==================== design 1
Design 1, cell placement:
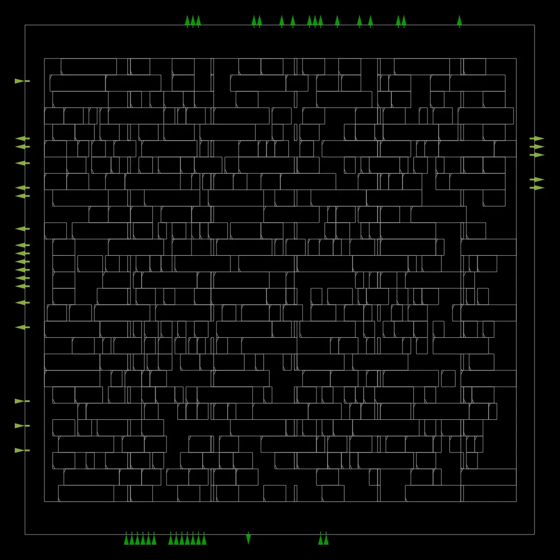

### src/rtl/cpu_dbg_pkg.sv
// Shared encodings for the CPU run/step/breakpoint sequencer:
// FSM state codes and the prescaler tap positions selected by div_sel.
package cpu_dbg_pkg;

  typedef enum logic [1:0] {
    ST_HALT  = 2'd0,
    ST_RUN   = 2'd1,
    ST_STEP  = 2'd2,
    ST_BREAK = 2'd3
  } run_state_e;

  localparam int unsigned RET_W     = 32;
  localparam int unsigned DIV_SEL_W = 2;

  localparam int unsigned DIV_TAP_0 = 0;
  localparam int unsigned DIV_TAP_1 = 16;
  localparam int unsigned DIV_TAP_2 = 22;
  localparam int unsigned DIV_TAP_3 = 25;

  // Number of low prescaler bits that must all be ones for a run tick.
  function automatic int unsigned div_tap(input logic [DIV_SEL_W-1:0] sel);
    int unsigned tap;
    case (sel)
      2'b00:   tap = DIV_TAP_0;
      2'b01:   tap = DIV_TAP_1;
      2'b10:   tap = DIV_TAP_2;
      default: tap = DIV_TAP_3;
    endcase
    return tap;
  endfunction

endpackage

### src/rtl/sync_edge.sv
// Two-flop synchronizer for an asynchronous level, plus a registered copy of
// the synchronized value so a one-cycle rising-edge strobe can be formed.
module sync_edge (
  input  logic clk,
  input  logic rst,
  input  logic d,
  output logic level,
  output logic rise_c
);

  logic s1_q;
  logic s2_q;
  logic prev_q;

  always_ff @(posedge clk or posedge rst) begin
    if (rst) begin
      s1_q   <= 1'b0;
      s2_q   <= 1'b0;
      prev_q <= 1'b0;
    end else begin
      s1_q   <= d;
      s2_q   <= s1_q;
      prev_q <= s2_q;
    end
  end

  assign level  = s2_q;
  assign rise_c = s2_q & ~prev_q;

endmodule

### src/rtl/cpu_run_ctrl.sv
// Run/step/breakpoint sequencer: issues one-cycle commit enables to the
// single-cycle core and counts retired instructions for the display.
module cpu_run_ctrl
  import cpu_dbg_pkg::*;
#(
  parameter int unsigned PC_W  = 6,
  parameter int unsigned CNT_W = 26
) (
  input  logic                 clk,
  input  logic                 rst,
  input  logic                 run_i,
  input  logic                 step_i,
  input  logic [DIV_SEL_W-1:0] div_sel_i,
  input  logic                 bp_en_i,
  input  logic [PC_W-1:0]      bp_addr_i,
  input  logic [PC_W-1:0]      pc_i,
  output logic                 cpu_en_o,
  output logic [1:0]           state_o,
  output logic                 bp_hit_o,
  output logic [RET_W-1:0]     retired_o
);

  logic run_s;
  logic run_rise_unused;
  logic step_s_unused;
  logic step_pulse;

  run_state_e         state_q;
  run_state_e         state_d;
  logic               cpu_en_q;
  logic               cpu_en_d;
  logic               bp_hit_q;
  logic               skip_bp_q;
  logic               skip_bp_d;
  logic               presc_clr;
  logic [CNT_W-1:0]   presc_q;
  logic [CNT_W-1:0]   tap_mask;
  logic               tick;
  logic               bp_match;
  logic [RET_W-1:0]   retired_q;

  sync_edge u_run_sync (
    .clk    (clk),
    .rst    (rst),
    .d      (run_i),
    .level  (run_s),
    .rise_c (run_rise_unused)
  );

  sync_edge u_step_sync (
    .clk    (clk),
    .rst    (rst),
    .d      (step_i),
    .level  (step_s_unused),
    .rise_c (step_pulse)
  );

  // Low-k bit mask for the selected rate; an empty mask ticks every cycle.
  always_comb begin
    tap_mask = '0;
    for (int unsigned i = 0; i < CNT_W; i++) begin
      tap_mask[i] = (i < div_tap(div_sel_i));
    end
  end

  assign tick     = &(presc_q | ~tap_mask);
  assign bp_match = bp_en_i & (pc_i == bp_addr_i);

  // Next-state and enable decision.
  always_comb begin
    state_d   = state_q;
    cpu_en_d  = 1'b0;
    skip_bp_d = skip_bp_q;
    presc_clr = 1'b0;
    case (state_q)
      ST_HALT: begin
        if (step_pulse) begin
          state_d = ST_STEP;
        end else if (run_s) begin
          state_d   = ST_RUN;
          presc_clr = 1'b1;
          skip_bp_d = 1'b1;
        end
      end
      ST_RUN: begin
        if (!run_s) begin
          state_d = ST_HALT;
        end else if (tick) begin
          if (bp_match && !skip_bp_q) begin
            state_d = ST_BREAK;
          end else begin
            cpu_en_d  = 1'b1;
            skip_bp_d = 1'b0;
          end
        end
      end
      ST_STEP: begin
        cpu_en_d = 1'b1;
        state_d  = ST_HALT;
      end
      ST_BREAK: begin
        if (step_pulse) begin
          state_d = ST_STEP;
        end else if (!run_s) begin
          state_d = ST_HALT;
        end
      end
      default: state_d = ST_HALT;
    endcase
  end

  // FSM and output registers.
  always_ff @(posedge clk or posedge rst) begin
    if (rst) begin
      state_q   <= ST_HALT;
      cpu_en_q  <= 1'b0;
      bp_hit_q  <= 1'b0;
      skip_bp_q <= 1'b0;
    end else begin
      state_q   <= state_d;
      cpu_en_q  <= cpu_en_d;
      bp_hit_q  <= (state_d == ST_BREAK);
      skip_bp_q <= skip_bp_d;
    end
  end

  // Free-running prescaler, restarted on every entry into RUN.
  always_ff @(posedge clk or posedge rst) begin
    if (rst) begin
      presc_q <= '0;
    end else if (presc_clr) begin
      presc_q <= '0;
    end else begin
      presc_q <= presc_q + CNT_W'(1);
    end
  end

  always_ff @(posedge clk or posedge rst) begin
    if (rst) begin
      retired_q <= '0;
    end else if (cpu_en_q) begin
      retired_q <= retired_q + RET_W'(1);
    end
  end

  assign cpu_en_o  = cpu_en_q;
  assign state_o   = state_q;
  assign bp_hit_o  = bp_hit_q;
  assign retired_o = retired_q;

endmodule

### config.mk
export PLATFORM = sky130hd
export DESIGN_NAME = cpu_run_ctrl
export DESIGN_NICKNAME = d
export VERILOG_FILES = /design/src/rtl/cpu_dbg_pkg.sv /design/src/rtl/sync_edge.sv /design/src/rtl/cpu_run_ctrl.sv
export SDC_FILE = /design/constraint.sdc
export NUM_CORES = 1
export LEC_CHECK = 0
export CORE_MARGIN = 3
export CORE_UTILIZATION = 53
export CTS_CLUSTER_DIAMETER = 30
export CTS_CLUSTER_SIZE = 24
export DETAILED_ROUTE_END_ITERATION = 10
export GPL_TIMING_DRIVEN = 0
export PLACE_DENSITY_LB_ADDON = 0.05
export SLEW_MARGIN = 10
export SYNTH_ARGS = -nofsm -noshare
export SYNTH_HDL_FRONTEND = slang
export SYNTH_HIERARCHICAL = 1
export SYNTH_SLANG_ARGS = --single-unit
### constraint.sdc
create_clock -name clk -period 2.3 [get_ports clk]
set_clock_uncertainty 0.05 [all_clocks]
set_input_delay 0.46 -clock clk [delete_from_list [all_inputs] [get_ports clk]]
set_output_delay 0.46 -clock clk [all_outputs]
set_load 0.01 [all_outputs]
==================== design 2
$ cat src/rtl/fetch_ctrl_pkg.sv
// rtl/fetch_ctrl_pkg.sv - shared types and constants for the fetch sequencer
package fetch_ctrl_pkg;

   typedef enum logic [1:0] {
      ISSUE = 2'd0,
      WAIT  = 2'd1,
      HOLD  = 2'd2,
      DRAIN = 2'd3
   } fetch_state_t;

   localparam logic [3:0] RMASK_FULL = 4'hF;

endpackage

$ cat src/rtl/fetch_ctrl_if.sv
// rtl/fetch_ctrl_if.sv - instruction memory, instruction queue and redirect signals
interface fetch_ctrl_if;

   logic [31:0] imem_addr;
   logic [3:0]  imem_rmask;
   logic [31:0] imem_rdata;
   logic        imem_resp;
   logic        iq_full;
   logic        iq_push;
   logic [31:0] iq_instr;
   logic [63:0] iq_order;
   logic [31:0] iq_pc;
   logic        redirect;
   logic [31:0] redirect_pc;

   modport master (
      output imem_addr, imem_rmask,
      input  imem_rdata, imem_resp,
      input  iq_full,
      output iq_push, iq_instr, iq_order, iq_pc,
      input  redirect, redirect_pc
   );

   modport slave (
      input  imem_addr, imem_rmask,
      output imem_rdata, imem_resp,
      output iq_full,
      input  iq_push, iq_instr, iq_order, iq_pc,
      output redirect, redirect_pc
   );

endinterface

$ cat src/rtl/fetch_ctrl.sv
// rtl/fetch_ctrl.sv - single-outstanding fetch sequencer feeding the instruction queue
// A redirect squashes whatever fetch is in flight or held; order only advances on push.
module fetch_ctrl
   import fetch_ctrl_pkg::*;
#(
   parameter logic [31:0] RESET_PC = 32'h1eceb000
) (
   input  logic         clk,
   input  logic         rst,
   fetch_ctrl_if.master bus
);

   fetch_state_t state;
   logic [31:0]  pc;
   logic [63:0]  order;
   logic [31:0]  hold_word;

   always_ff @(posedge clk) begin
      if (rst) begin
         state     <= ISSUE;
         pc        <= RESET_PC;
         order     <= 64'd0;
         hold_word <= 32'd0;
      end else begin
         case (state)
            ISSUE: begin
               if (bus.redirect) pc <= bus.redirect_pc;
               else              state <= WAIT;
            end
            WAIT: begin
               if (bus.imem_resp) begin
                  if (bus.redirect) begin
                     pc    <= bus.redirect_pc;
                     state <= ISSUE;
                  end else if (!bus.iq_full) begin
                     pc    <= pc + 32'd4;
                     order <= order + 64'd1;
                     state <= ISSUE;
                  end else begin
                     hold_word <= bus.imem_rdata;
                     state     <= HOLD;
                  end
               end else if (bus.redirect) begin
                  pc    <= bus.redirect_pc;
                  state <= DRAIN;
               end
            end
            HOLD: begin
               if (bus.redirect) begin
                  pc    <= bus.redirect_pc;
                  state <= ISSUE;
               end else if (!bus.iq_full) begin
                  pc    <= pc + 32'd4;
                  order <= order + 64'd1;
                  state <= ISSUE;
               end
            end
            DRAIN: begin
               // the stale response must be swallowed before a new read may launch
               if (bus.redirect)  pc    <= bus.redirect_pc;
               if (bus.imem_resp) state <= ISSUE;
            end
            default: state <= ISSUE;
         endcase
      end
   end

   always_comb begin
      bus.imem_addr  = pc;
      bus.imem_rmask = 4'h0;
      bus.iq_push    = 1'b0;
      bus.iq_instr   = bus.imem_rdata;
      bus.iq_order   = order;
      bus.iq_pc      = pc;
      if (!rst) begin
         case (state)
            ISSUE: if (!bus.redirect) bus.imem_rmask = RMASK_FULL;
            WAIT:  if (bus.imem_resp && !bus.redirect && !bus.iq_full) bus.iq_push = 1'b1;
            HOLD: begin
               bus.iq_instr = hold_word;
               if (!bus.redirect && !bus.iq_full) bus.iq_push = 1'b1;
            end
            default: ;
         endcase
      end
   end

endmodule

$ cat src/flat_wrapper.sv
// flat-port wrapper written by rule: the top's interface ports become plain ports
module fetch_ctrl_flat import fetch_ctrl_pkg::*;
#(
   parameter logic [31:0] RESET_PC = 32'h1eceb000
)
  (clk, rst, bus_imem_addr, bus_imem_rmask, bus_imem_rdata, bus_imem_resp, bus_iq_full, bus_iq_push, bus_iq_instr, bus_iq_order, bus_iq_pc, bus_redirect, bus_redirect_pc);
  fetch_ctrl_if bus_i ();
  input  logic clk;
  input  logic rst;
  output wire logic [$bits(bus_i.imem_addr)-1:0] bus_imem_addr;
  output wire logic [$bits(bus_i.imem_rmask)-1:0] bus_imem_rmask;
  input wire logic [$bits(bus_i.imem_rdata)-1:0] bus_imem_rdata;
  input wire logic [$bits(bus_i.imem_resp)-1:0] bus_imem_resp;
  input wire logic [$bits(bus_i.iq_full)-1:0] bus_iq_full;
  output wire logic [$bits(bus_i.iq_push)-1:0] bus_iq_push;
  output wire logic [$bits(bus_i.iq_instr)-1:0] bus_iq_instr;
  output wire logic [$bits(bus_i.iq_order)-1:0] bus_iq_order;
  output wire logic [$bits(bus_i.iq_pc)-1:0] bus_iq_pc;
  input wire logic [$bits(bus_i.redirect)-1:0] bus_redirect;
  input wire logic [$bits(bus_i.redirect_pc)-1:0] bus_redirect_pc;
  assign bus_imem_addr = bus_i.imem_addr;
  assign bus_imem_rmask = bus_i.imem_rmask;
  assign bus_i.imem_rdata = bus_imem_rdata;
  assign bus_i.imem_resp = bus_imem_resp;
  assign bus_i.iq_full = bus_iq_full;
  assign bus_iq_push = bus_i.iq_push;
  assign bus_iq_instr = bus_i.iq_instr;
  assign bus_iq_order = bus_i.iq_order;
  assign bus_iq_pc = bus_i.iq_pc;
  assign bus_i.redirect = bus_redirect;
  assign bus_i.redirect_pc = bus_redirect_pc;
  fetch_ctrl #(.RESET_PC(RESET_PC)) u_core (.clk(clk), .rst(rst), .bus(bus_i));
endmodule
$ cat config.mk
export PLATFORM = sky130hd
export DESIGN_NAME = fetch_ctrl_flat
export DESIGN_NICKNAME = d
export VERILOG_FILES = /design/src/rtl/fetch_ctrl_pkg.sv /design/src/rtl/fetch_ctrl_if.sv /design/src/rtl/fetch_ctrl.sv /design/src/flat_wrapper.sv
export SDC_FILE = /design/constraint.sdc
export NUM_CORES = 1
export LEC_CHECK = 0
export CORE_MARGIN = 1.5
export CORE_UTILIZATION = 30
export CTS_BUF_LIST = sky130_fd_sc_hd__clkbuf_4 sky130_fd_sc_hd__clkbuf_8 sky130_fd_sc_hd__clkbuf_16
export DETAILED_ROUTE_END_ITERATION = 10
export HOLD_SLACK_MARGIN = 0.1
export PLACE_DENSITY_LB_ADDON = 0.25
export SLEW_MARGIN = 20
export SYNTH_ARGS = -nofsm -noshare
export SYNTH_HDL_FRONTEND = slang
export SYNTH_SLANG_ARGS = --single-unit
export TNS_END_PERCENT = 20
$ cat constraint.sdc
create_clock -name clk -period 3.2 [get_ports clk]
set_clock_uncertainty 0.2 [all_clocks]
set_input_delay 0.64 -clock clk [delete_from_list [all_inputs] [get_ports clk]]
set_output_delay 0.64 -clock clk [all_outputs]
set_load 0.02 [all_outputs]
==================== design 3
## config.mk

```make
export PLATFORM = sky130hd
export DESIGN_NAME = aes_key_store
export DESIGN_NICKNAME = d
export VERILOG_FILES = /design/src/rtl/aes_pkg.sv /design/src/rtl/aes_byte_packer.sv /design/src/rtl/aes_key_store.sv
export SDC_FILE = /design/constraint.sdc
export NUM_CORES = 2
export LEC_CHECK = 0
export ABC_AREA = 1
export ABC_CLOCK_PERIOD_IN_PS = 9180
export CAP_MARGIN = 40
export CELL_PAD_IN_SITES_DETAIL_PLACEMENT = 1
export CELL_PAD_IN_SITES_GLOBAL_PLACEMENT = 2
export CORE_MARGIN = 5
export CORE_UTILIZATION = 38
export CTS_CLUSTER_DIAMETER = 30
export CTS_CLUSTER_SIZE = 16
export DETAILED_ROUTE_END_ITERATION = 7
export GPL_TIMING_DRIVEN = 0
export PLACE_DENSITY = 0.82
export SYNTH_ARGS = -nofsm -noshare
export SYNTH_HDL_FRONTEND = slang
export SYNTH_HIERARCHICAL = 1
export SYNTH_SLANG_ARGS = --single-unit
```

## constraint.sdc

```tcl
create_clock -name clk -period 9.18 [get_ports clk]
set_clock_uncertainty 0.1 [all_clocks]
set_input_delay 1.836 -clock clk [delete_from_list [all_inputs] [get_ports clk]]
set_output_delay 1.836 -clock clk [all_outputs]
set_load 0.005 [all_outputs]
```

## src/rtl/aes_pkg.sv

```systemverilog
// Shared constants, FSM state type and byte-extraction helper for the AES round-key store.
package aes_pkg;

  localparam int NUM_ROUNDS      = 10;
  localparam int NUM_KEYS        = NUM_ROUNDS + 1;
  localparam int BYTES_PER_BLOCK = 16;

  typedef enum logic [1:0] {
    ST_IDLE = 2'd0,
    ST_FILL = 2'd1,
    ST_FULL = 2'd2
  } ks_state_e;

  // Byte idx of a 128-bit word, idx 0 being bits [127:120].
  function automatic logic [7:0] word_byte(input logic [127:0] word, input logic [3:0] idx);
    logic [127:0] w_shifted;
    w_shifted = word >> {4'd15 - idx, 3'd0};
    return w_shifted[7:0];
  endfunction

endpackage

```

## src/rtl/aes_byte_packer.sv

```systemverilog
// Byte counter and MSB-first 128-bit assembly register; o_word_done pulses on the
// 16th accepted byte with o_word already including that byte.
import aes_pkg::*;

module aes_byte_packer (
  input  logic         clk,
  input  logic         rst,
  input  logic         i_clear,
  input  logic         i_byte_valid,
  input  logic [7:0]   i_byte,
  output logic [127:0] o_word,
  output logic         o_word_done
);

  logic [3:0]   r_cnt;
  logic [127:0] r_asm;

  // Shift accepted bytes in; the counter wraps to zero after the 16th byte.
  always_ff @(posedge clk) begin
    if (rst) begin
      r_cnt <= 4'd0;
      r_asm <= 128'd0;
    end else if (i_clear) begin
      r_cnt <= 4'd0;
      r_asm <= 128'd0;
    end else if (i_byte_valid) begin
      r_cnt <= r_cnt + 4'd1;
      r_asm <= {r_asm[119:0], i_byte};
    end else begin
      r_cnt <= r_cnt;
      r_asm <= r_asm;
    end
  end

  assign o_word      = {r_asm[119:0], i_byte};
  assign o_word_done = i_byte_valid && (r_cnt == 4'(BYTES_PER_BLOCK - 1));

endmodule

```

## src/rtl/aes_key_store.sv

```systemverilog
// Round-key store filled from a byte-serial key-expansion stream, one-cycle registered read.
// Optional byte-serial readout port enabled by defining AES_KEY_STORE_BYTE_OUT_EN.
import aes_pkg::*;

module aes_key_store #(
  parameter int NUM_KEYS = aes_pkg::NUM_KEYS
) (
  input  logic         clk,
  input  logic         rst,
  input  logic         i_key_start,
  input  logic [7:0]   i_key_byte,
  input  logic         i_key_byte_valid,
  input  logic [3:0]   i_rd_round,
  output logic [127:0] o_rd_key,
  output logic         o_rd_valid,
  output logic         o_keys_ready,
  output logic [3:0]   o_keys_stored,
`ifdef AES_KEY_STORE_BYTE_OUT_EN
  input  logic         i_bo_start,
  input  logic [3:0]   i_bo_round,
  output logic [7:0]   o_bo_byte,
  output logic         o_bo_valid,
`endif
  output logic         o_overflow
);

  ks_state_e    r_state;
  ks_state_e    w_state_nxt;
  logic         w_accept;
  logic         w_ovf_set;
  logic         w_word_done;
  logic [127:0] w_word;
  logic [3:0]   r_keys_stored;
  logic         r_overflow;
  logic [127:0] r_rd_key;
  logic         r_rd_valid;
  logic [127:0] r_store [NUM_KEYS];

  // State register.
  always_ff @(posedge clk) begin
    if (rst) begin
      r_state <= ST_IDLE;
    end else begin
      r_state <= w_state_nxt;
    end
  end

  // Next-state logic; key_start restarts the fill from any state.
  always_comb begin
    w_state_nxt = r_state;
    case (r_state)
      ST_IDLE: w_state_nxt = i_key_start ? ST_FILL : ST_IDLE;
      ST_FILL: begin
        if (i_key_start) begin
          w_state_nxt = ST_FILL;
        end else if (w_word_done && (r_keys_stored == 4'(NUM_KEYS - 1))) begin
          w_state_nxt = ST_FULL;
        end else begin
          w_state_nxt = ST_FILL;
        end
      end
      ST_FULL: w_state_nxt = i_key_start ? ST_FILL : ST_FULL;
      default: w_state_nxt = ST_IDLE;
    endcase
  end

  // Byte acceptance and overflow detection; a coincident key_start wins over the byte.
  always_comb begin
    w_accept  = 1'b0;
    w_ovf_set = 1'b0;
    if (!i_key_start && i_key_byte_valid) begin
      w_accept  = (r_state == ST_FILL);
      w_ovf_set = (r_state == ST_FULL);
    end else begin
      w_accept  = 1'b0;
      w_ovf_set = 1'b0;
    end
  end

  aes_byte_packer u_packer (
    .clk          (clk),
    .rst          (rst),
    .i_clear      (i_key_start),
    .i_byte_valid (w_accept),
    .i_byte       (i_key_byte),
    .o_word       (w_word),
    .o_word_done  (w_word_done)
  );

  // Store array; contents survive reset and key_start, visibility is governed by keys_stored.
  always_ff @(posedge clk) begin
    if (w_word_done) begin
      r_store[r_keys_stored] <= w_word;
    end
  end

  // Completed-key count and sticky overflow.
  always_ff @(posedge clk) begin
    if (rst || i_key_start) begin
      r_keys_stored <= 4'd0;
      r_overflow    <= 1'b0;
    end else begin
      r_keys_stored <= w_word_done ? (r_keys_stored + 4'd1) : r_keys_stored;
      r_overflow    <= r_overflow | w_ovf_set;
    end
  end

  // Registered read; a key written this cycle is not yet counted, so it reads as invalid.
  always_ff @(posedge clk) begin
    if (rst) begin
      r_rd_key   <= 128'd0;
      r_rd_valid <= 1'b0;
    end else if (i_rd_round < r_keys_stored) begin
      r_rd_key   <= r_store[i_rd_round];
      r_rd_valid <= 1'b1;
    end else begin
      r_rd_key   <= 128'd0;
      r_rd_valid <= 1'b0;
    end
  end

`ifdef AES_KEY_STORE_BYTE_OUT_EN
  logic [3:0] r_bo_round;
  logic [3:0] r_bo_idx;
  logic       r_bo_busy;
  logic [7:0] r_bo_byte;
  logic       r_bo_valid;

  // Byte-serial readout: first byte on the edge that sees bo_start, 15 more after it.
  always_ff @(posedge clk) begin
    if (rst) begin
      r_bo_round <= 4'd0;
      r_bo_idx   <= 4'd0;
      r_bo_busy  <= 1'b0;
      r_bo_byte  <= 8'd0;
      r_bo_valid <= 1'b0;
    end else if (i_bo_start) begin
      r_bo_round <= i_bo_round;
      r_bo_idx   <= 4'd1;
      if (i_bo_round < r_keys_stored) begin
        r_bo_busy  <= 1'b1;
        r_bo_byte  <= word_byte(r_store[i_bo_round], 4'd0);
        r_bo_valid <= 1'b1;
      end else begin
        r_bo_busy  <= 1'b0;
        r_bo_byte  <= 8'd0;
        r_bo_valid <= 1'b0;
      end
    end else if (r_bo_busy) begin
      r_bo_idx   <= r_bo_idx + 4'd1;
      r_bo_busy  <= (r_bo_idx != 4'd15);
      r_bo_byte  <= word_byte(r_store[r_bo_round], r_bo_idx);
      r_bo_valid <= 1'b1;
    end else begin
      r_bo_byte  <= 8'd0;
      r_bo_valid <= 1'b0;
    end
  end

  assign o_bo_byte  = r_bo_byte;
  assign o_bo_valid = r_bo_valid;
`endif

  assign o_rd_key      = r_rd_key;
  assign o_rd_valid    = r_rd_valid;
  assign o_keys_ready  = (r_state == ST_FULL);
  assign o_keys_stored = r_keys_stored;
  assign o_overflow    = r_overflow;

endmodule

```


==> notes/layouts.md <==
Pictures saved along the way, in no particular order.

Routed clock nets over the placement.
picture 1
Bar = 50 microns.
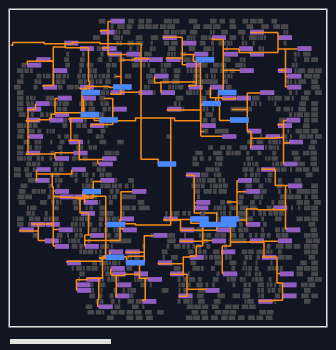
picture 2
Bar = 100 microns.
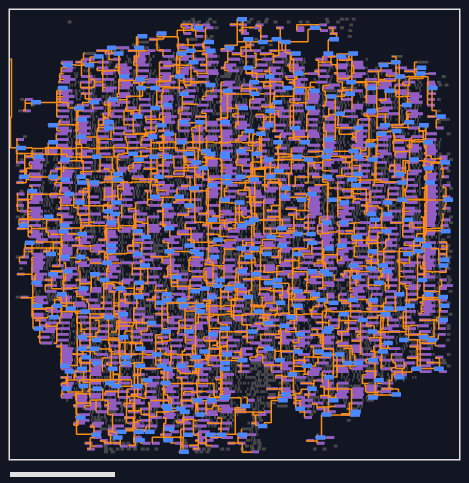
picture 3
Bar = 20 microns.
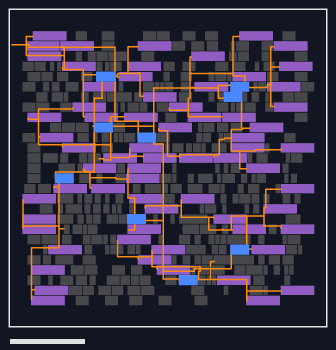
picture 3 -> design 1
picture 2 -> design 3
picture 1 -> design 2

Key to picture 3:
- clock drivers: blue (count 9)
- clock wires: orange (length 801 microns)
- flip-flops: purple (count 67)
- routed clock nets: 10

Design 1, logic cells by family:
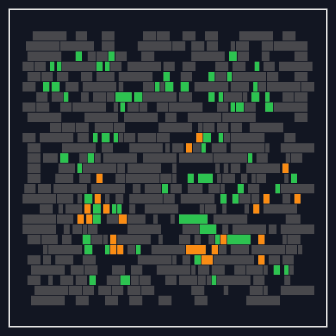
- inverting AOI/OAI gates: orange (cells 22; most used a21oi_1)
- NAND gates: green (cells 65; most used nand2_1)

About 'cell placement' of design 1:
total core area: 0.005743 sq mm
Final Non-Filler Cells: 446

==> qor.csv, design 1 <==
stage;metric;value;unit
cells_and_area;layout-drive-gt1-share;10.96;%
critical_path;critPathBufInv;3;
drt;routedWlPerCell;14.09;microns
critical_path;cp_slowest_cell;dfrtp_1;
grt;overflow;0;
outcome;outcome;finished, final reports clean;
critical_path;cp_num_cells;7;
final_timing;hold_ws;0.3043;ns
worst_hold_path;holdPathEnd;u_run_sync/level;
critical_path;rrSetupSlack;0.26;ns
critical_path;crit_path_start_kind;flop;
final_timing;hold_viol_final;0;
power;top_power_group;registers;
critical_path;crit_chain;inv_1 -> ha_1 -> nor2b_1 -> and2_1 -> buf_2 -> clkbuf_2 -> nor2_1;
clock_tree;clk_pin_slew;0.07;ns
critical_path;max_stage_delay;0.45;ns
drt;drc;0;
worst_hold_path;holdCritStartpoint;u_run_sync/s1_q;
drt;firstDrtPassIters;4;
synthesis;synth_warnings;6;
synthesis;fp_nets;330;
final_timing;min_period;2.042;ns
final_timing;setup_violations;0;
[design 1: through the flow]
step / std cells / area, sq um / setup slack, ns
after floorplan: 305 / 3261 / 0.2486
after global routing: 446 / 4078 / 0.07199
after CTS: 446 / 4075 / 0.07017
after global placement: 431 / 3891 / -0.9677
after detailed placement: 431 / 3894 / 0.08674
final: 446 / 4078 / 0.2579
[design 1: layer usage]
metal,track usage [%],vias to the layer above,wire length (microns)
met1,27.56,1152,3046
met2,29.70,38,2905
met5,0,-,0
met4,5.468,0,75
met3,6.379,9,258
li1,-,1168,-
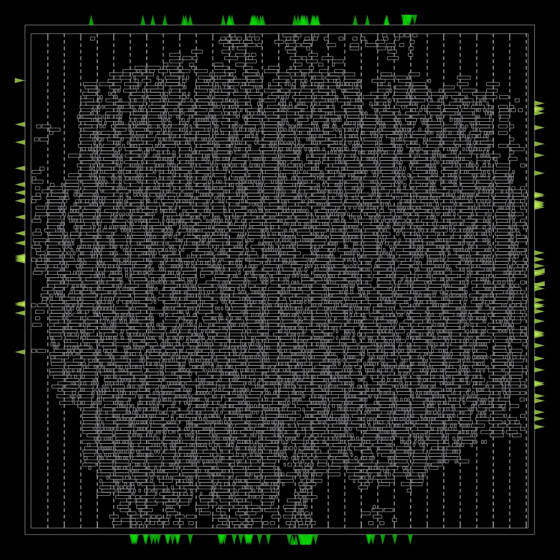
Design 3: cell placement
Final Non-Filler Cells: 9,180
Final Util: 49.38%
total core area: 0.1719 sq mm

==> qor.csv, design 3 <==
stage;metric;value;unit
outcome;outcome;finished, final reports clean;
floorplanning;chipArea;0.1817;sq mm
power;powerClk;0.0136;W
worst_hold_path;hold_path_depth;1;
worst_hold_path;holdPathEnd;r_state[0];
final_timing;setup_slack;4.012;ns
final_timing;setup_violations;0;
final_timing;clock.fmax;193.5;MHz
critical_path;end_kind;flop;
drt;firstDrtPassIters;5;
final_timing;fin_crit_sh;56.30;%
final_timing;fin_tns_setup;0;ns
placement;place_inst;8448;
power;clkPwrFrac;60.1;%
critical_path;crit_path_start_kind;primary input;
power;power.switching;0.004939;W
critical_path;r2r-start;r_state[0];
synthesis;yosys-top-cells-count;nand2_1, edfxtp_1, nand3_1, inv_1, nor2_1;
critical_path;cp_slowest_cell;nor2_1;
grt;first_global_vias;50580;
clock_tree;root_buffer;clkbuf_16;
worst_hold_path;holdCritStartpoint;r_state[1];
critical_path;crit_type;in -> reg;
critical_path;critPathBufInv;7;
clock_tree;clk_pin_slew;0.05;ns
synthesis;top_area_cell;edfxtp_1;
clock_tree;cts_num_sinks;1668;
critical_path;cp_num_cells;13;
drt;via_per_inst;5.143;
power;swShare;21.89;%
critical_path;max_stage_delay;0.62;ns
power;p_seq;0.00824;W
worst_hold_path;hp-class;reg -> reg;
cells_and_area;nets;6564;
clock_tree;h-tree-depth;5;
floorplanning;fp_util;38.29;%
clock_tree;postCtsResizedCells;0;
critical_path;rr_worst_depth;11;
synthesis;edf_count;1408;
synthesis;synthArstFlopShare;0;%
final_timing;rsz0062_at_grt;false;
synthesis;synth.area.mux_share;0;%
floorplanning;die_x;426.2;microns
critical_path;crit_start;i_key_start;
## design 3: layer usage
layer | up-vias | part of all wire, % | GRT usage [%]
met1 | 23980 | 39 | 27.35
li1 | 21170 | - | -
met4 | 2 | 4.2 | 10.46
met2 | 1581 | 51 | 41.26
met5 | - | 0.0061 | 0
met3 | 485 | 6.0 | 4.549
## design 3: cell type report
type	count	area, sq um
multi-input combinational	3119	13820
antenna	12	30.03
clock inverter	246	2482
buffer	344	1659
inverter	786	2953
timing repair buffer	222	3064
clock buffer	473	10510
fill	18130	87040
tap	2310	2890
sequential	1668	47490
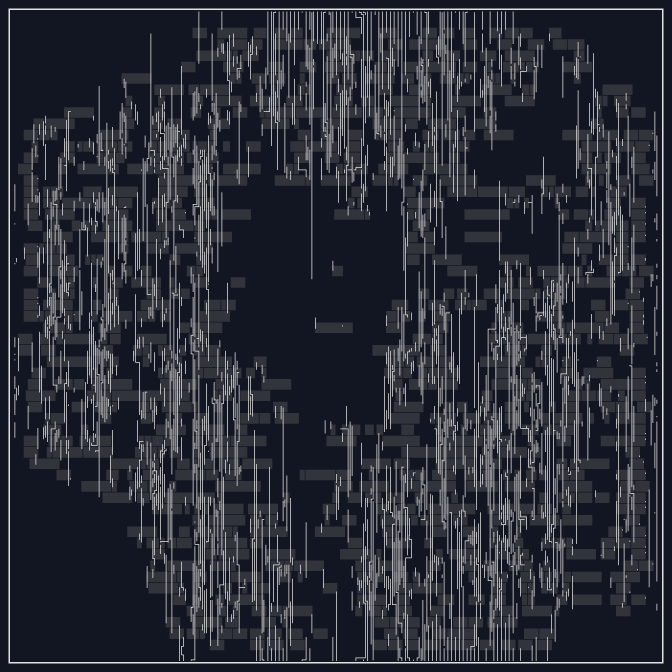
Design 2: met2 routing
- longest straight run: 63.9 microns
- main direction: vertical
- nets with wire on the layer: 931
- share of all routed wire: 47%

==> qor.csv, design 2 <==
stage;metric;value;unit
floorplanning;io_pins;234;
power;p_leak;3.612;nW
outcome;outcome;finished, final reports clean;
cells_and_area;lay_top_cells;clkdlybuf4s50_1, dfxtp_1, nand2_1, a21oi_1, nor2_1;
critical_path;crit_start;u_core.state[1];
cells_and_area;nFillCells;2329;
flow_run;cap_violations;0;
power;powerClk;0.00201;W
power;power_density;452.8;mW/mm^2
final_timing;hold_viol_final;0;
floorplanning;die_x;156.5;microns
power;power;0.004632;W
cells_and_area;final_common_cell;clkdlybuf4s50_1;
cells_and_area;largest_register_ff_count;64;
synthesis;synth.most_common_cell;dfxtp_1;
synthesis;synthFlopType;dfxtp_1;
drt;dr_wl_met2;10.48;mm
critical_path;rr_worst_depth;9;
final_timing;hold_ws;0.2525;ns
synthesis;synthDistinctLibCells;57;
cells_and_area;comb_cells;629;
critical_path;cp_max_fo;4;
final_timing;worst_slew_pin_slew;0.9103;ns
synthesis;syn_inst;857;
power;clkPwrFrac;43.5;%
grt;overflow;0;
placement;place.port_buffers;233;
cells_and_area;clkCellAreaFrac;5.895;%
power;vdd_drop_max;296.2;uV
placement;place_inst;1354;
synthesis;synth_area;0.007069;sq mm
grt;use_met1;23.40;%
critical_path;critPathTopFamily;simple AND/OR/NAND/NOR gates;
placement;gp_congestion;0.7678;
synthesis;fp_nets;933;
cells_and_area;seq_cells;130;
critical_path;max_stage_delay;0.39;ns
clock_tree;numCtsBuffers;17;
critical_path;crit_path_start_kind;flop;
worst_hold_path;hp-class;reg -> reg;
design 2: worst min path at each step:
| stage | end | slack (ns) | cells past startpoint |
|---|---|---|---|
| 6_report | u_core.hold_word[8] | 0.25 | 2 |
| 5_1_grt | u_core.hold_word[13] | 0.27 | 2 |
| 4_1_cts | u_core.hold_word[30] | 0.26 | 2 |
| 3_5_place_dp | u_core.hold_word[30] | 0.25 | 2 |
| 3_3_place_gp | u_core.hold_word[30] | 0.24 | 2 |
| 2_1_floorplan | u_core.hold_word[0] | 0.23 | 2 |

==================== design 4
Design 4, routed clock nets over the placement:
Bar = 200 microns.
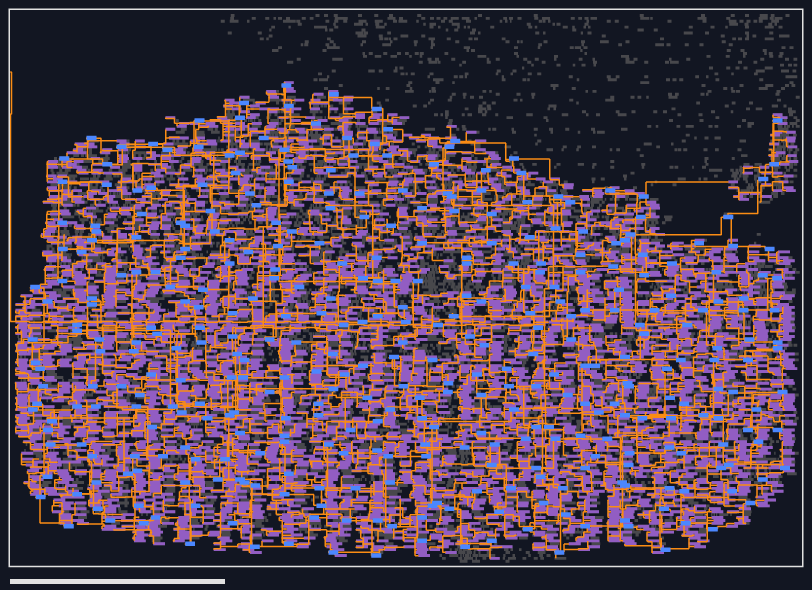

### src/rtl/cache_pkg.sv
// cache_pkg
// Shared definitions for the direct-mapped read cache controller:
// default address-field widths, FSM state encoding and two small helpers
// (line word select, saturating counter increment).
package cache_pkg;

    // Word address layout is {tag, index, offset}.
    localparam int ADDR_W   = 15;
    localparam int INDEX_W  = 10;
    localparam int OFFSET_W = 2;
    localparam int TAG_W    = ADDR_W - INDEX_W - OFFSET_W;

    // Controller states.
    localparam logic [1:0] IDLE     = 2'd0;
    localparam logic [1:0] COMPARE  = 2'd1;
    localparam logic [1:0] MEM_WAIT = 2'd2;
    localparam logic [1:0] RESPOND  = 2'd3;

    // Pick one 32-bit word out of a 128-bit line; offset 0 is bits 31:0.
    function automatic logic [31:0] selectWord(input logic [127:0] line,
                                               input logic [1:0]   offset);
        return line[{offset, 5'd0} +: 32];
    endfunction

    // Increment that sticks at all-ones instead of wrapping.
    function automatic logic [15:0] satInc(input logic [15:0] value);
        return (value == 16'hFFFF) ? value : value + 16'd1;
    endfunction

endpackage

### src/rtl/cache_tag_memory.sv
// cache_tag_memory
// Tag and valid storage for the direct-mapped cache.
//   clk      in   clock, rising edge
//   rst      in   asynchronous active-low clear of all valid bits
//   rdIndex  in   lookup index (combinational read)
//   rdTag    out  stored tag at rdIndex
//   rdValid  out  valid bit at rdIndex
//   wrEn     in   write strobe: store wrTag and set valid at wrIndex
//   wrIndex  in   write index
//   wrTag    in   tag to store
module cache_tag_memory #(
    parameter int INDEX_W = cache_pkg::INDEX_W,
    parameter int TAG_W   = cache_pkg::TAG_W
) (
    input  logic               clk,
    input  logic               rst,
    input  logic [INDEX_W-1:0] rdIndex,
    output logic [TAG_W-1:0]   rdTag,
    output logic               rdValid,
    input  logic               wrEn,
    input  logic [INDEX_W-1:0] wrIndex,
    input  logic [TAG_W-1:0]   wrTag
);
    import cache_pkg::*;

    localparam int DEPTH = 1 << INDEX_W;

    // Tag contents are never cleared; a line is only trusted via its valid bit.
    logic [TAG_W-1:0] tagArray [DEPTH];
    logic [DEPTH-1:0] validBits;

    always_ff @(posedge clk) begin
        if (wrEn) begin
            tagArray[wrIndex] <= wrTag;
        end
    end

    // One flop per line so the whole valid vector clears asynchronously.
    for (genvar gi = 0; gi < DEPTH; gi++) begin : gValid
        always_ff @(posedge clk or negedge rst) begin
            if (!rst) begin
                validBits[gi] <= 1'b0;
            end else if (wrEn && (wrIndex == INDEX_W'(gi))) begin
                validBits[gi] <= 1'b1;
            end
        end
    end

    assign rdTag   = tagArray[rdIndex];
    assign rdValid = validBits[rdIndex];

endmodule

### src/rtl/cache_controller.sv
// cache_controller
// Direct-mapped, read-only cache controller with an external data array.
//   clk, rst            clock (rising edge), asynchronous active-low reset
//   cpuReq, cpuAddr     CPU read request and word address {tag,index,offset}
//   cpuReady, cpuData   one-cycle response strobe and read word
//   hit                 qualifies cpuReady: 1 = hit, 0 = miss
//   memReq, memAddr     line refill request and line address {tag,index}
//   memReady, memData   refill line valid and data
//   dmWrEn, dmAddr      data-array write enable and index
//   dmInData, dmOutData data-array write data and combinational read data
//   hitCount, missCount saturating event counters
module cache_controller #(
    parameter int ADDR_W   = cache_pkg::ADDR_W,
    parameter int INDEX_W  = cache_pkg::INDEX_W,
    parameter int OFFSET_W = cache_pkg::OFFSET_W,
    parameter int TAG_W    = ADDR_W - INDEX_W - OFFSET_W
) (
    input  logic                     clk,
    input  logic                     rst,
    input  logic                     cpuReq,
    input  logic [ADDR_W-1:0]        cpuAddr,
    output logic                     cpuReady,
    output logic [31:0]              cpuData,
    output logic                     hit,
    output logic                     memReq,
    output logic [TAG_W+INDEX_W-1:0] memAddr,
    input  logic                     memReady,
    input  logic [127:0]             memData,
    output logic                     dmWrEn,
    output logic [INDEX_W-1:0]       dmAddr,
    output logic [127:0]             dmInData,
    input  logic [127:0]             dmOutData,
    output logic [15:0]              hitCount,
    output logic [15:0]              missCount
);
    import cache_pkg::*;

    logic [1:0]          stateReg, stateNext;
    logic [ADDR_W-1:0]   addrReg;
    logic [15:0]         hitCountReg, missCountReg;

    logic [TAG_W-1:0]    latchedTag;
    logic [INDEX_W-1:0]  latchedIndex;
    logic [OFFSET_W-1:0] latchedOffset;
    logic [TAG_W-1:0]    storedTag;
    logic                storedValid;
    logic                lookupHit;
    logic                compareHit;

    assign latchedTag    = addrReg[ADDR_W-1 -: TAG_W];
    assign latchedIndex  = addrReg[OFFSET_W +: INDEX_W];
    assign latchedOffset = addrReg[OFFSET_W-1:0];

    cache_tag_memory #(
        .INDEX_W (INDEX_W),
        .TAG_W   (TAG_W)
    ) tagMem (
        .clk     (clk),
        .rst     (rst),
        .rdIndex (latchedIndex),
        .rdTag   (storedTag),
        .rdValid (storedValid),
        .wrEn    (dmWrEn),
        .wrIndex (latchedIndex),
        .wrTag   (latchedTag)
    );

    assign lookupHit  = storedValid && (storedTag == latchedTag);
    assign compareHit = (stateReg == COMPARE) && lookupHit;

    always_comb begin
        stateNext = stateReg;
        case (stateReg)
            IDLE:     if (cpuReq) stateNext = COMPARE;
            COMPARE:  stateNext = lookupHit ? IDLE : MEM_WAIT;
            MEM_WAIT: if (memReady) stateNext = RESPOND;
            RESPOND:  stateNext = IDLE;
            default:  stateNext = IDLE;
        endcase
    end

    always_ff @(posedge clk or negedge rst) begin
        if (!rst) begin
            stateReg     <= IDLE;
            addrReg      <= '0;
            hitCountReg  <= '0;
            missCountReg <= '0;
        end else begin
            stateReg <= stateNext;
            if ((stateReg == IDLE) && cpuReq) begin
                addrReg <= cpuAddr;
            end
            if (compareHit) begin
                hitCountReg <= satInc(hitCountReg);
            end
            if (stateReg == RESPOND) begin
                missCountReg <= satInc(missCountReg);
            end
        end
    end

    // All outputs decode from the state register, so an asynchronous reset
    // drops them immediately. A refilled line is written at the MEM_WAIT
    // edge, so in RESPOND the external array already returns the new line.
    assign cpuReady  = compareHit || (stateReg == RESPOND);
    assign hit       = compareHit;
    assign cpuData   = cpuReady ? selectWord(dmOutData, 2'(latchedOffset)) : 32'd0;
    assign memReq    = (stateReg == MEM_WAIT);
    assign memAddr   = memReq ? {latchedTag, latchedIndex} : '0;
    assign dmWrEn    = memReq && memReady;
    assign dmInData  = dmWrEn ? memData : 128'd0;
    // In IDLE the array is addressed straight from the CPU so the line is
    // already on dmOutData when COMPARE evaluates the hit.
    assign dmAddr    = (stateReg == IDLE) ? cpuAddr[OFFSET_W +: INDEX_W] : latchedIndex;
    assign hitCount  = hitCountReg;
    assign missCount = missCountReg;

endmodule

### config.mk
export PLATFORM = sky130hd
export DESIGN_NAME = cache_controller
export DESIGN_NICKNAME = d
export VERILOG_FILES = /design/src/rtl/cache_pkg.sv /design/src/rtl/cache_tag_memory.sv /design/src/rtl/cache_controller.sv
export SDC_FILE = /design/constraint.sdc
export NUM_CORES = 2
export LEC_CHECK = 0
export CORE_ASPECT_RATIO = 0.7
export CORE_MARGIN = 2
export CORE_UTILIZATION = 45
export CTS_CLUSTER_SIZE = 20
export DETAILED_ROUTE_END_ITERATION = 7
export PLACE_DENSITY = 0.69
export SYNTH_ARGS = -nofsm -noshare
export SYNTH_HDL_FRONTEND = slang
export SYNTH_SLANG_ARGS = --single-unit
### constraint.sdc
create_clock -name clk -period 45.5 [get_ports clk]
set_input_delay 9.1 -clock clk [delete_from_list [all_inputs] [get_ports clk]]
set_output_delay 9.1 -clock clk [all_outputs]
set_load 0.01 [all_outputs]
==================== design 5
File: src/rtl/dsm_pkg.sv
// Shared definitions for the second-order delta-sigma bitstream modulator.
package dsm_pkg;

   localparam logic MODE_INCR = 1'b0;
   localparam logic MODE_FREE = 1'b1;

   typedef enum logic {
      ST_IDLE = 1'b0,
      ST_RUN  = 1'b1
   } dsm_state_e;

   // Clamp a wide intermediate into the signed integrator range so overload never wraps.
   function automatic int sat_acc(input int value, input int accBits);
      int hiLim;
      int loLim;
      hiLim = (1 <<< (accBits - 1)) - 1;
      loLim = -(1 <<< (accBits - 1));
      if (value > hiLim) begin
         return hiLim;
      end
      if (value < loLim) begin
         return loLim;
      end
      return value;
   endfunction

endpackage

File: src/rtl/dsm_bitstream_modulator_core.sv
// Integrator pair, one-bit quantizer and saturation of the modulator loop.
module dsm2_core
   import dsm_pkg::*;
#(
   parameter int IN_BITS  = 8,
   parameter int ACC_BITS = IN_BITS + 4
) (
   input  logic                      clk,
   input  logic                      reset,
   input  logic                      step_i,
   input  logic                      clear_i,
   input  logic signed [IN_BITS:0]   x_i,
   output logic                      q_o
);

   localparam int SW   = ACC_BITS + 2;
   localparam int HALF = 1 << (IN_BITS - 1);

   logic signed [ACC_BITS-1:0] i1_q, i2_q, i1_d, i2_d;
   logic signed [SW-1:0]       fbVal, i1Sum, i2Sum;

   assign q_o = ~i2_q[ACC_BITS-1];

   always_comb begin
      fbVal = q_o ? SW'(HALF) : -SW'(HALF);
      i1Sum = SW'(i1_q) + SW'(x_i) - fbVal;
      i1_d  = ACC_BITS'(sat_acc(int'(i1Sum), ACC_BITS));
      i2Sum = SW'(i2_q) + SW'(i1_d) - fbVal;
      i2_d  = ACC_BITS'(sat_acc(int'(i2Sum), ACC_BITS));
   end

   // A clear on the chaining edge overrides that edge's step: the last bit was already decided.
   always_ff @(posedge clk) begin
      if (reset || clear_i) begin
         i1_q <= '0;
         i2_q <= '0;
      end else if (step_i) begin
         i1_q <= i1_d;
         i2_q <= i2_d;
      end
   end

endmodule

File: src/rtl/dsm_bitstream_modulator.sv
// Frame sequencer around the modulator core: handshake, bit counter and registered outputs.
module dsm_bitstream_modulator
   import dsm_pkg::*;
#(
   parameter int IN_BITS  = 8,
   parameter int M        = 16,
   parameter int ACC_BITS = IN_BITS + 4
) (
   input  logic               clk,
   input  logic               reset,
   input  logic [IN_BITS-1:0] in_data_i,
   input  logic               in_valid_i,
   output logic               in_ready_o,
   input  logic               mode_i,
   output logic               bit_out_o,
   output logic               bit_valid_o,
   output logic               frame_start_o,
   output logic               busy_o
);

   localparam int             CW   = $clog2(M);
   localparam int             HALF = 1 << (IN_BITS - 1);
   localparam logic [CW-1:0]  LAST = CW'(M - 1);

   dsm_state_e           state_q;
   logic [CW-1:0]        count_q;
   logic [IN_BITS-1:0]   sample_q;
   logic                 mode_q, mode_d;
   logic                 bit_out_q, bit_valid_q, frame_start_q;
   logic                 lastBit, accept, coreQ;
   logic signed [IN_BITS:0] xVal;

   assign lastBit    = (state_q == ST_RUN) && (count_q == LAST);
   assign in_ready_o = !reset && ((state_q == ST_IDLE) || lastBit);
   assign accept     = in_valid_i && in_ready_o;
   assign mode_d     = accept ? mode_i : mode_q;
   assign xVal       = $signed({1'b0, sample_q} - (IN_BITS + 1)'(HALF));

   dsm2_core #(
      .IN_BITS  (IN_BITS),
      .ACC_BITS (ACC_BITS)
   ) u_core (
      .clk     (clk),
      .reset   (reset),
      .step_i  (state_q == ST_RUN),
      .clear_i (accept && (mode_d == MODE_INCR)),
      .x_i     (xVal),
      .q_o     (coreQ)
   );

   // One modulator bit per RUN cycle; an accept on the last bit chains the next frame gaplessly.
   always_ff @(posedge clk) begin
      if (reset) begin
         state_q       <= ST_IDLE;
         count_q       <= '0;
         sample_q      <= '0;
         mode_q        <= MODE_INCR;
         bit_out_q     <= 1'b0;
         bit_valid_q   <= 1'b0;
         frame_start_q <= 1'b0;
      end else begin
         mode_q <= mode_d;
         if (accept) begin
            sample_q <= in_data_i;
         end
         case (state_q)
            ST_IDLE: begin
               bit_out_q     <= 1'b0;
               bit_valid_q   <= 1'b0;
               frame_start_q <= 1'b0;
               count_q       <= '0;
               if (accept) begin
                  state_q <= ST_RUN;
               end
            end
            ST_RUN: begin
               bit_out_q     <= coreQ;
               bit_valid_q   <= 1'b1;
               frame_start_q <= (count_q == '0);
               if (lastBit) begin
                  count_q <= '0;
                  if (!accept) begin
                     state_q <= ST_IDLE;
                  end
               end else begin
                  count_q <= count_q + CW'(1);
               end
            end
            default: begin
               state_q <= ST_IDLE;
               count_q <= '0;
            end
         endcase
      end
   end

   assign bit_out_o     = bit_out_q;
   assign bit_valid_o   = bit_valid_q;
   assign frame_start_o = frame_start_q;
   assign busy_o        = (state_q == ST_RUN);

endmodule

File: config.mk
export PLATFORM = sky130hd
export DESIGN_NAME = dsm_bitstream_modulator
export DESIGN_NICKNAME = d
export VERILOG_FILES = /design/src/rtl/dsm_pkg.sv /design/src/rtl/dsm_bitstream_modulator_core.sv /design/src/rtl/dsm_bitstream_modulator.sv
export SDC_FILE = /design/constraint.sdc
export NUM_CORES = 1
export LEC_CHECK = 0
export ABC_AREA = 0
export CORE_ASPECT_RATIO = 1.75
export CORE_UTILIZATION = 63
export CTS_CLUSTER_DIAMETER = 150
export CTS_CLUSTER_SIZE = 16
export DETAILED_ROUTE_END_ITERATION = 8
export PLACE_DENSITY = 0.83
export SYNTH_ARGS = -nofsm -noshare
export SYNTH_HDL_FRONTEND = slang
export SYNTH_SLANG_ARGS = --single-unit
export TNS_END_PERCENT = 20
File: constraint.sdc
create_clock -name clk -period 8.58 [get_ports clk]
set_input_delay 0.858 -clock clk [delete_from_list [all_inputs] [get_ports clk]]
set_output_delay 0.858 -clock clk [all_outputs]
set_load 0.1 [all_outputs]
Design 5, placement by cell class:
Bar = 20 microns.
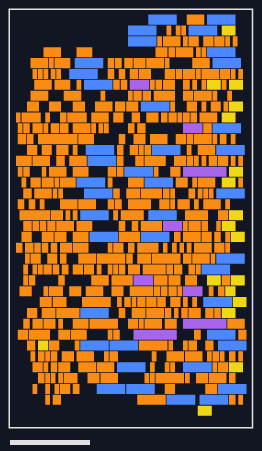
- other buffers and delay cells: yellow (cells 18; share of their area 4.4%)
- combinational and other logic: orange (cells 398; share of their area 72%)
- clock drivers and dummy loads: purple (cells 8; share of their area 4.0%)
- flops: blue (cells 40; share of their area 20%)

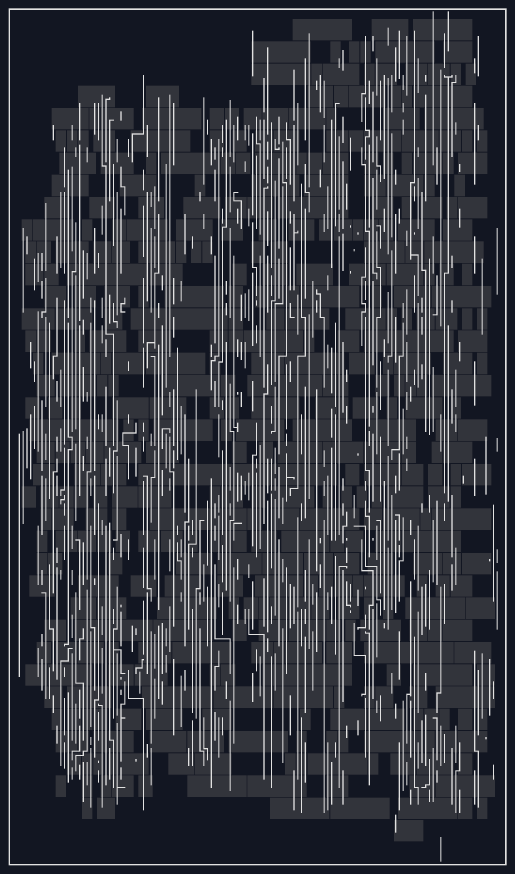
Design 5: met2 routing
- wire length on this layer: 4,750 microns
- nets with wire on the layer: 453
- share of all routed wire: 56%
- longest straight run: 37.7 microns
- main direction: vertical

==> qor.csv, design 5 <==
stage;metric;value;unit
critical_path;critPathBufInv;2;
final_timing;slew_headroom;33.77;%
drt;wl_met3;208;microns
critical_path;crit_end;u_core.i2_q[2];
synthesis;syn_inst;459;
grt;overflow;0;
floorplanning;die_x;60.53;microns
placement;place.port_buffers;16;
final_timing;fin_crit_sh;70.24;%
drt;vias;3292;
final_timing;finClkSkew;0.01041;ns
flow_run;cap_violations;0;
synthesis;top_cell_area_share;21.21;%
floorplanning;design.core.area;0.005833;sq mm
placement;postPlaceCellArea;0.003946;sq mm
cells_and_area;lay_top_cells;inv_1, ha_1, dfxtp_1, a21oi_1, nand2_1;
cells_and_area;top_area_cell_class;combinational gates;
cells_and_area;layout-drive-gt1-share;10.99;%
critical_path;critPathTopFamily;AND-OR/OR-AND gates;
synthesis;postSynthSeqShare;21.21;%
synthesis;synth.most_common_cell;inv_1;
outcome;outcome;finished, final reports clean;
-- design 5: through the flow --
step                std cells  setup WS, ns  utilization, %
floorplan                 459         3.468               -
global placement          534         2.819           67.65
detailed placement        534         2.630           67.65
CTS                       542         2.586           70.38
global route              542         2.218           70.38
finish                    542         2.553           70.38
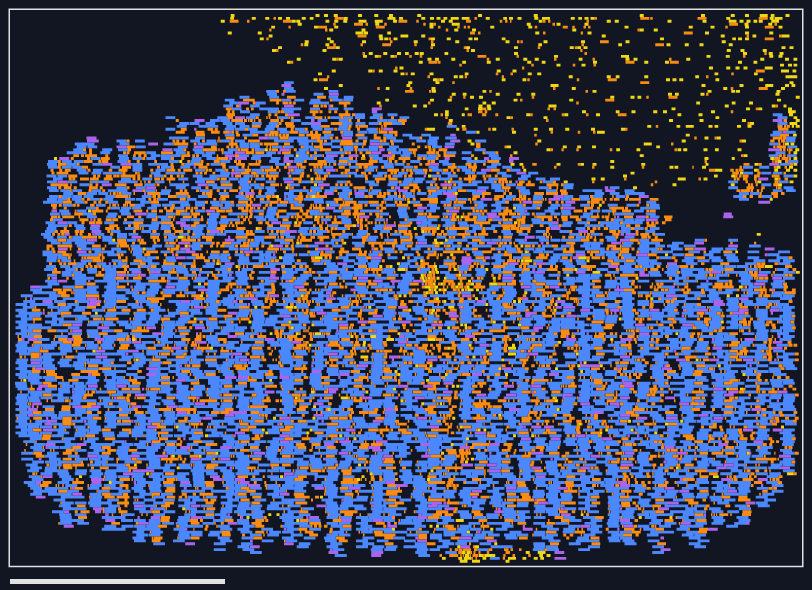
Design 4: placement by cell class
Bar = 200 microns.
- clock drivers and dummy loads: purple (cells 676; share of their area 6.7%)
- other buffers and delay cells: yellow (cells 781; share of their area 3.9%)
- combinational and other logic: orange (cells 5,179; share of their area 25%)
- flops: blue (cells 4,145; share of their area 64%)

## Picture notes: 'routed clock nets over the placement' of design 4
- clock drivers: blue (count 373)
- clock wires: orange (length 46.6 mm)
- flip-flops: purple (count 4,145)
- routed clock nets: 374

==> qor.csv, design 4 <==
stage;metric;value;unit
outcome;outcome;finished, violations left;
outcome;violations;max-capacitance violations;
flow_run;cap_violations;1;
drt;via_per_inst;6.485;
grt;grt_use_total;29.82;%
synthesis;edf_count;3072;
flow_run;tool_warnings;75;
cells_and_area;clockBufferCount;476;
grt;grt_pass1_wl;801.8;mm
clock_tree;cts_hold_buffers;0;
drt;firstDrtPassIters;6;
cells_and_area;max_flop_register;tagMem.tagArray;
synthesis;synthAdderAreaFrac;0.01474;%
grt;antenna_found_initial;93;
worst_hold_path;holdPathEnd;tagMem.validBits[634];
cells_and_area;buffer_area_share;3.795;%
synthesis;synthAoiAreaFrac;7.442;%
placement;postPlaceCellArea;0.1799;sq mm
cells_and_area;largest_register_ff_count;3072;
worst_hold_path;hp-class;reg -> reg;
grt;first_global_vias;99350;
final_timing;setup_violations;0;
cells_and_area;comb_area_share;24.48;%
clock_tree;postCtsSetupBuffers;0;
critical_path;crit_chain;buf_2 -> buf_4 -> buf_4 -> buf_4 -> and3_1 -> clkdlybuf4s50_1;
final_timing;fin_tns_setup;0;ns
placement;place_inst;15140;
grt;grt_max_degree;250;
floorplanning;die_h;517.8;microns
cells_and_area;comb_cells;5170;
synthesis;topCellsByArea;edfxtp_1, dfrtp_1, mux4_2;
critical_path;rr_worst_depth;15;
[design 4: metal layers]
layer	up-vias	global-route usage [%]	wire length, microns
met1	54150	44.96	240300
met5	-	0	71
li1	40300	-	-
met2	7419	40.55	239400
met3	1028	11.36	82470
met4	10	7.601	17320


==> gallery <==
Cell placement.
Plate I
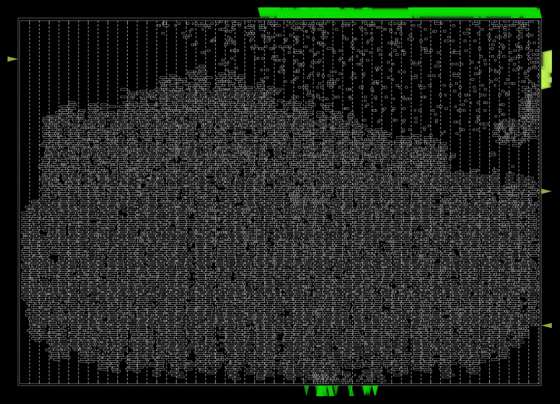
Plate II
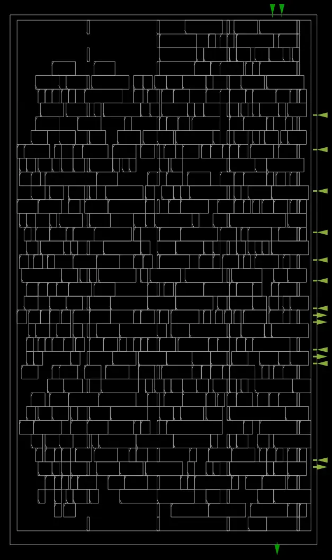
Plate III
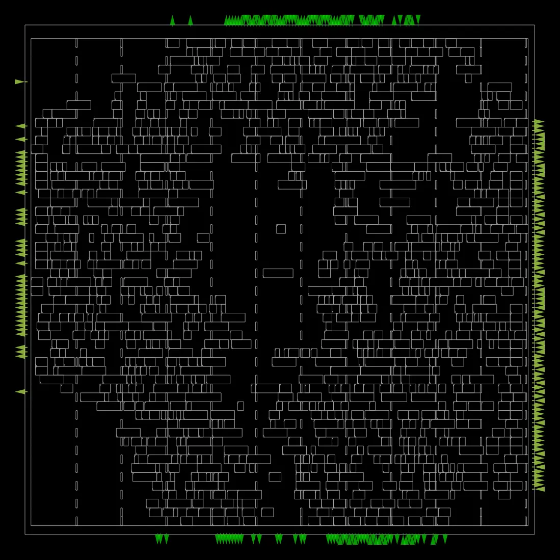
The one with the fewest cells is Plate II.
The one with the highest utilization is Plate II.
- Plate III = design 2
- Plate I = design 4
- Plate II = design 5

Power and IR drop assume default switching activity.
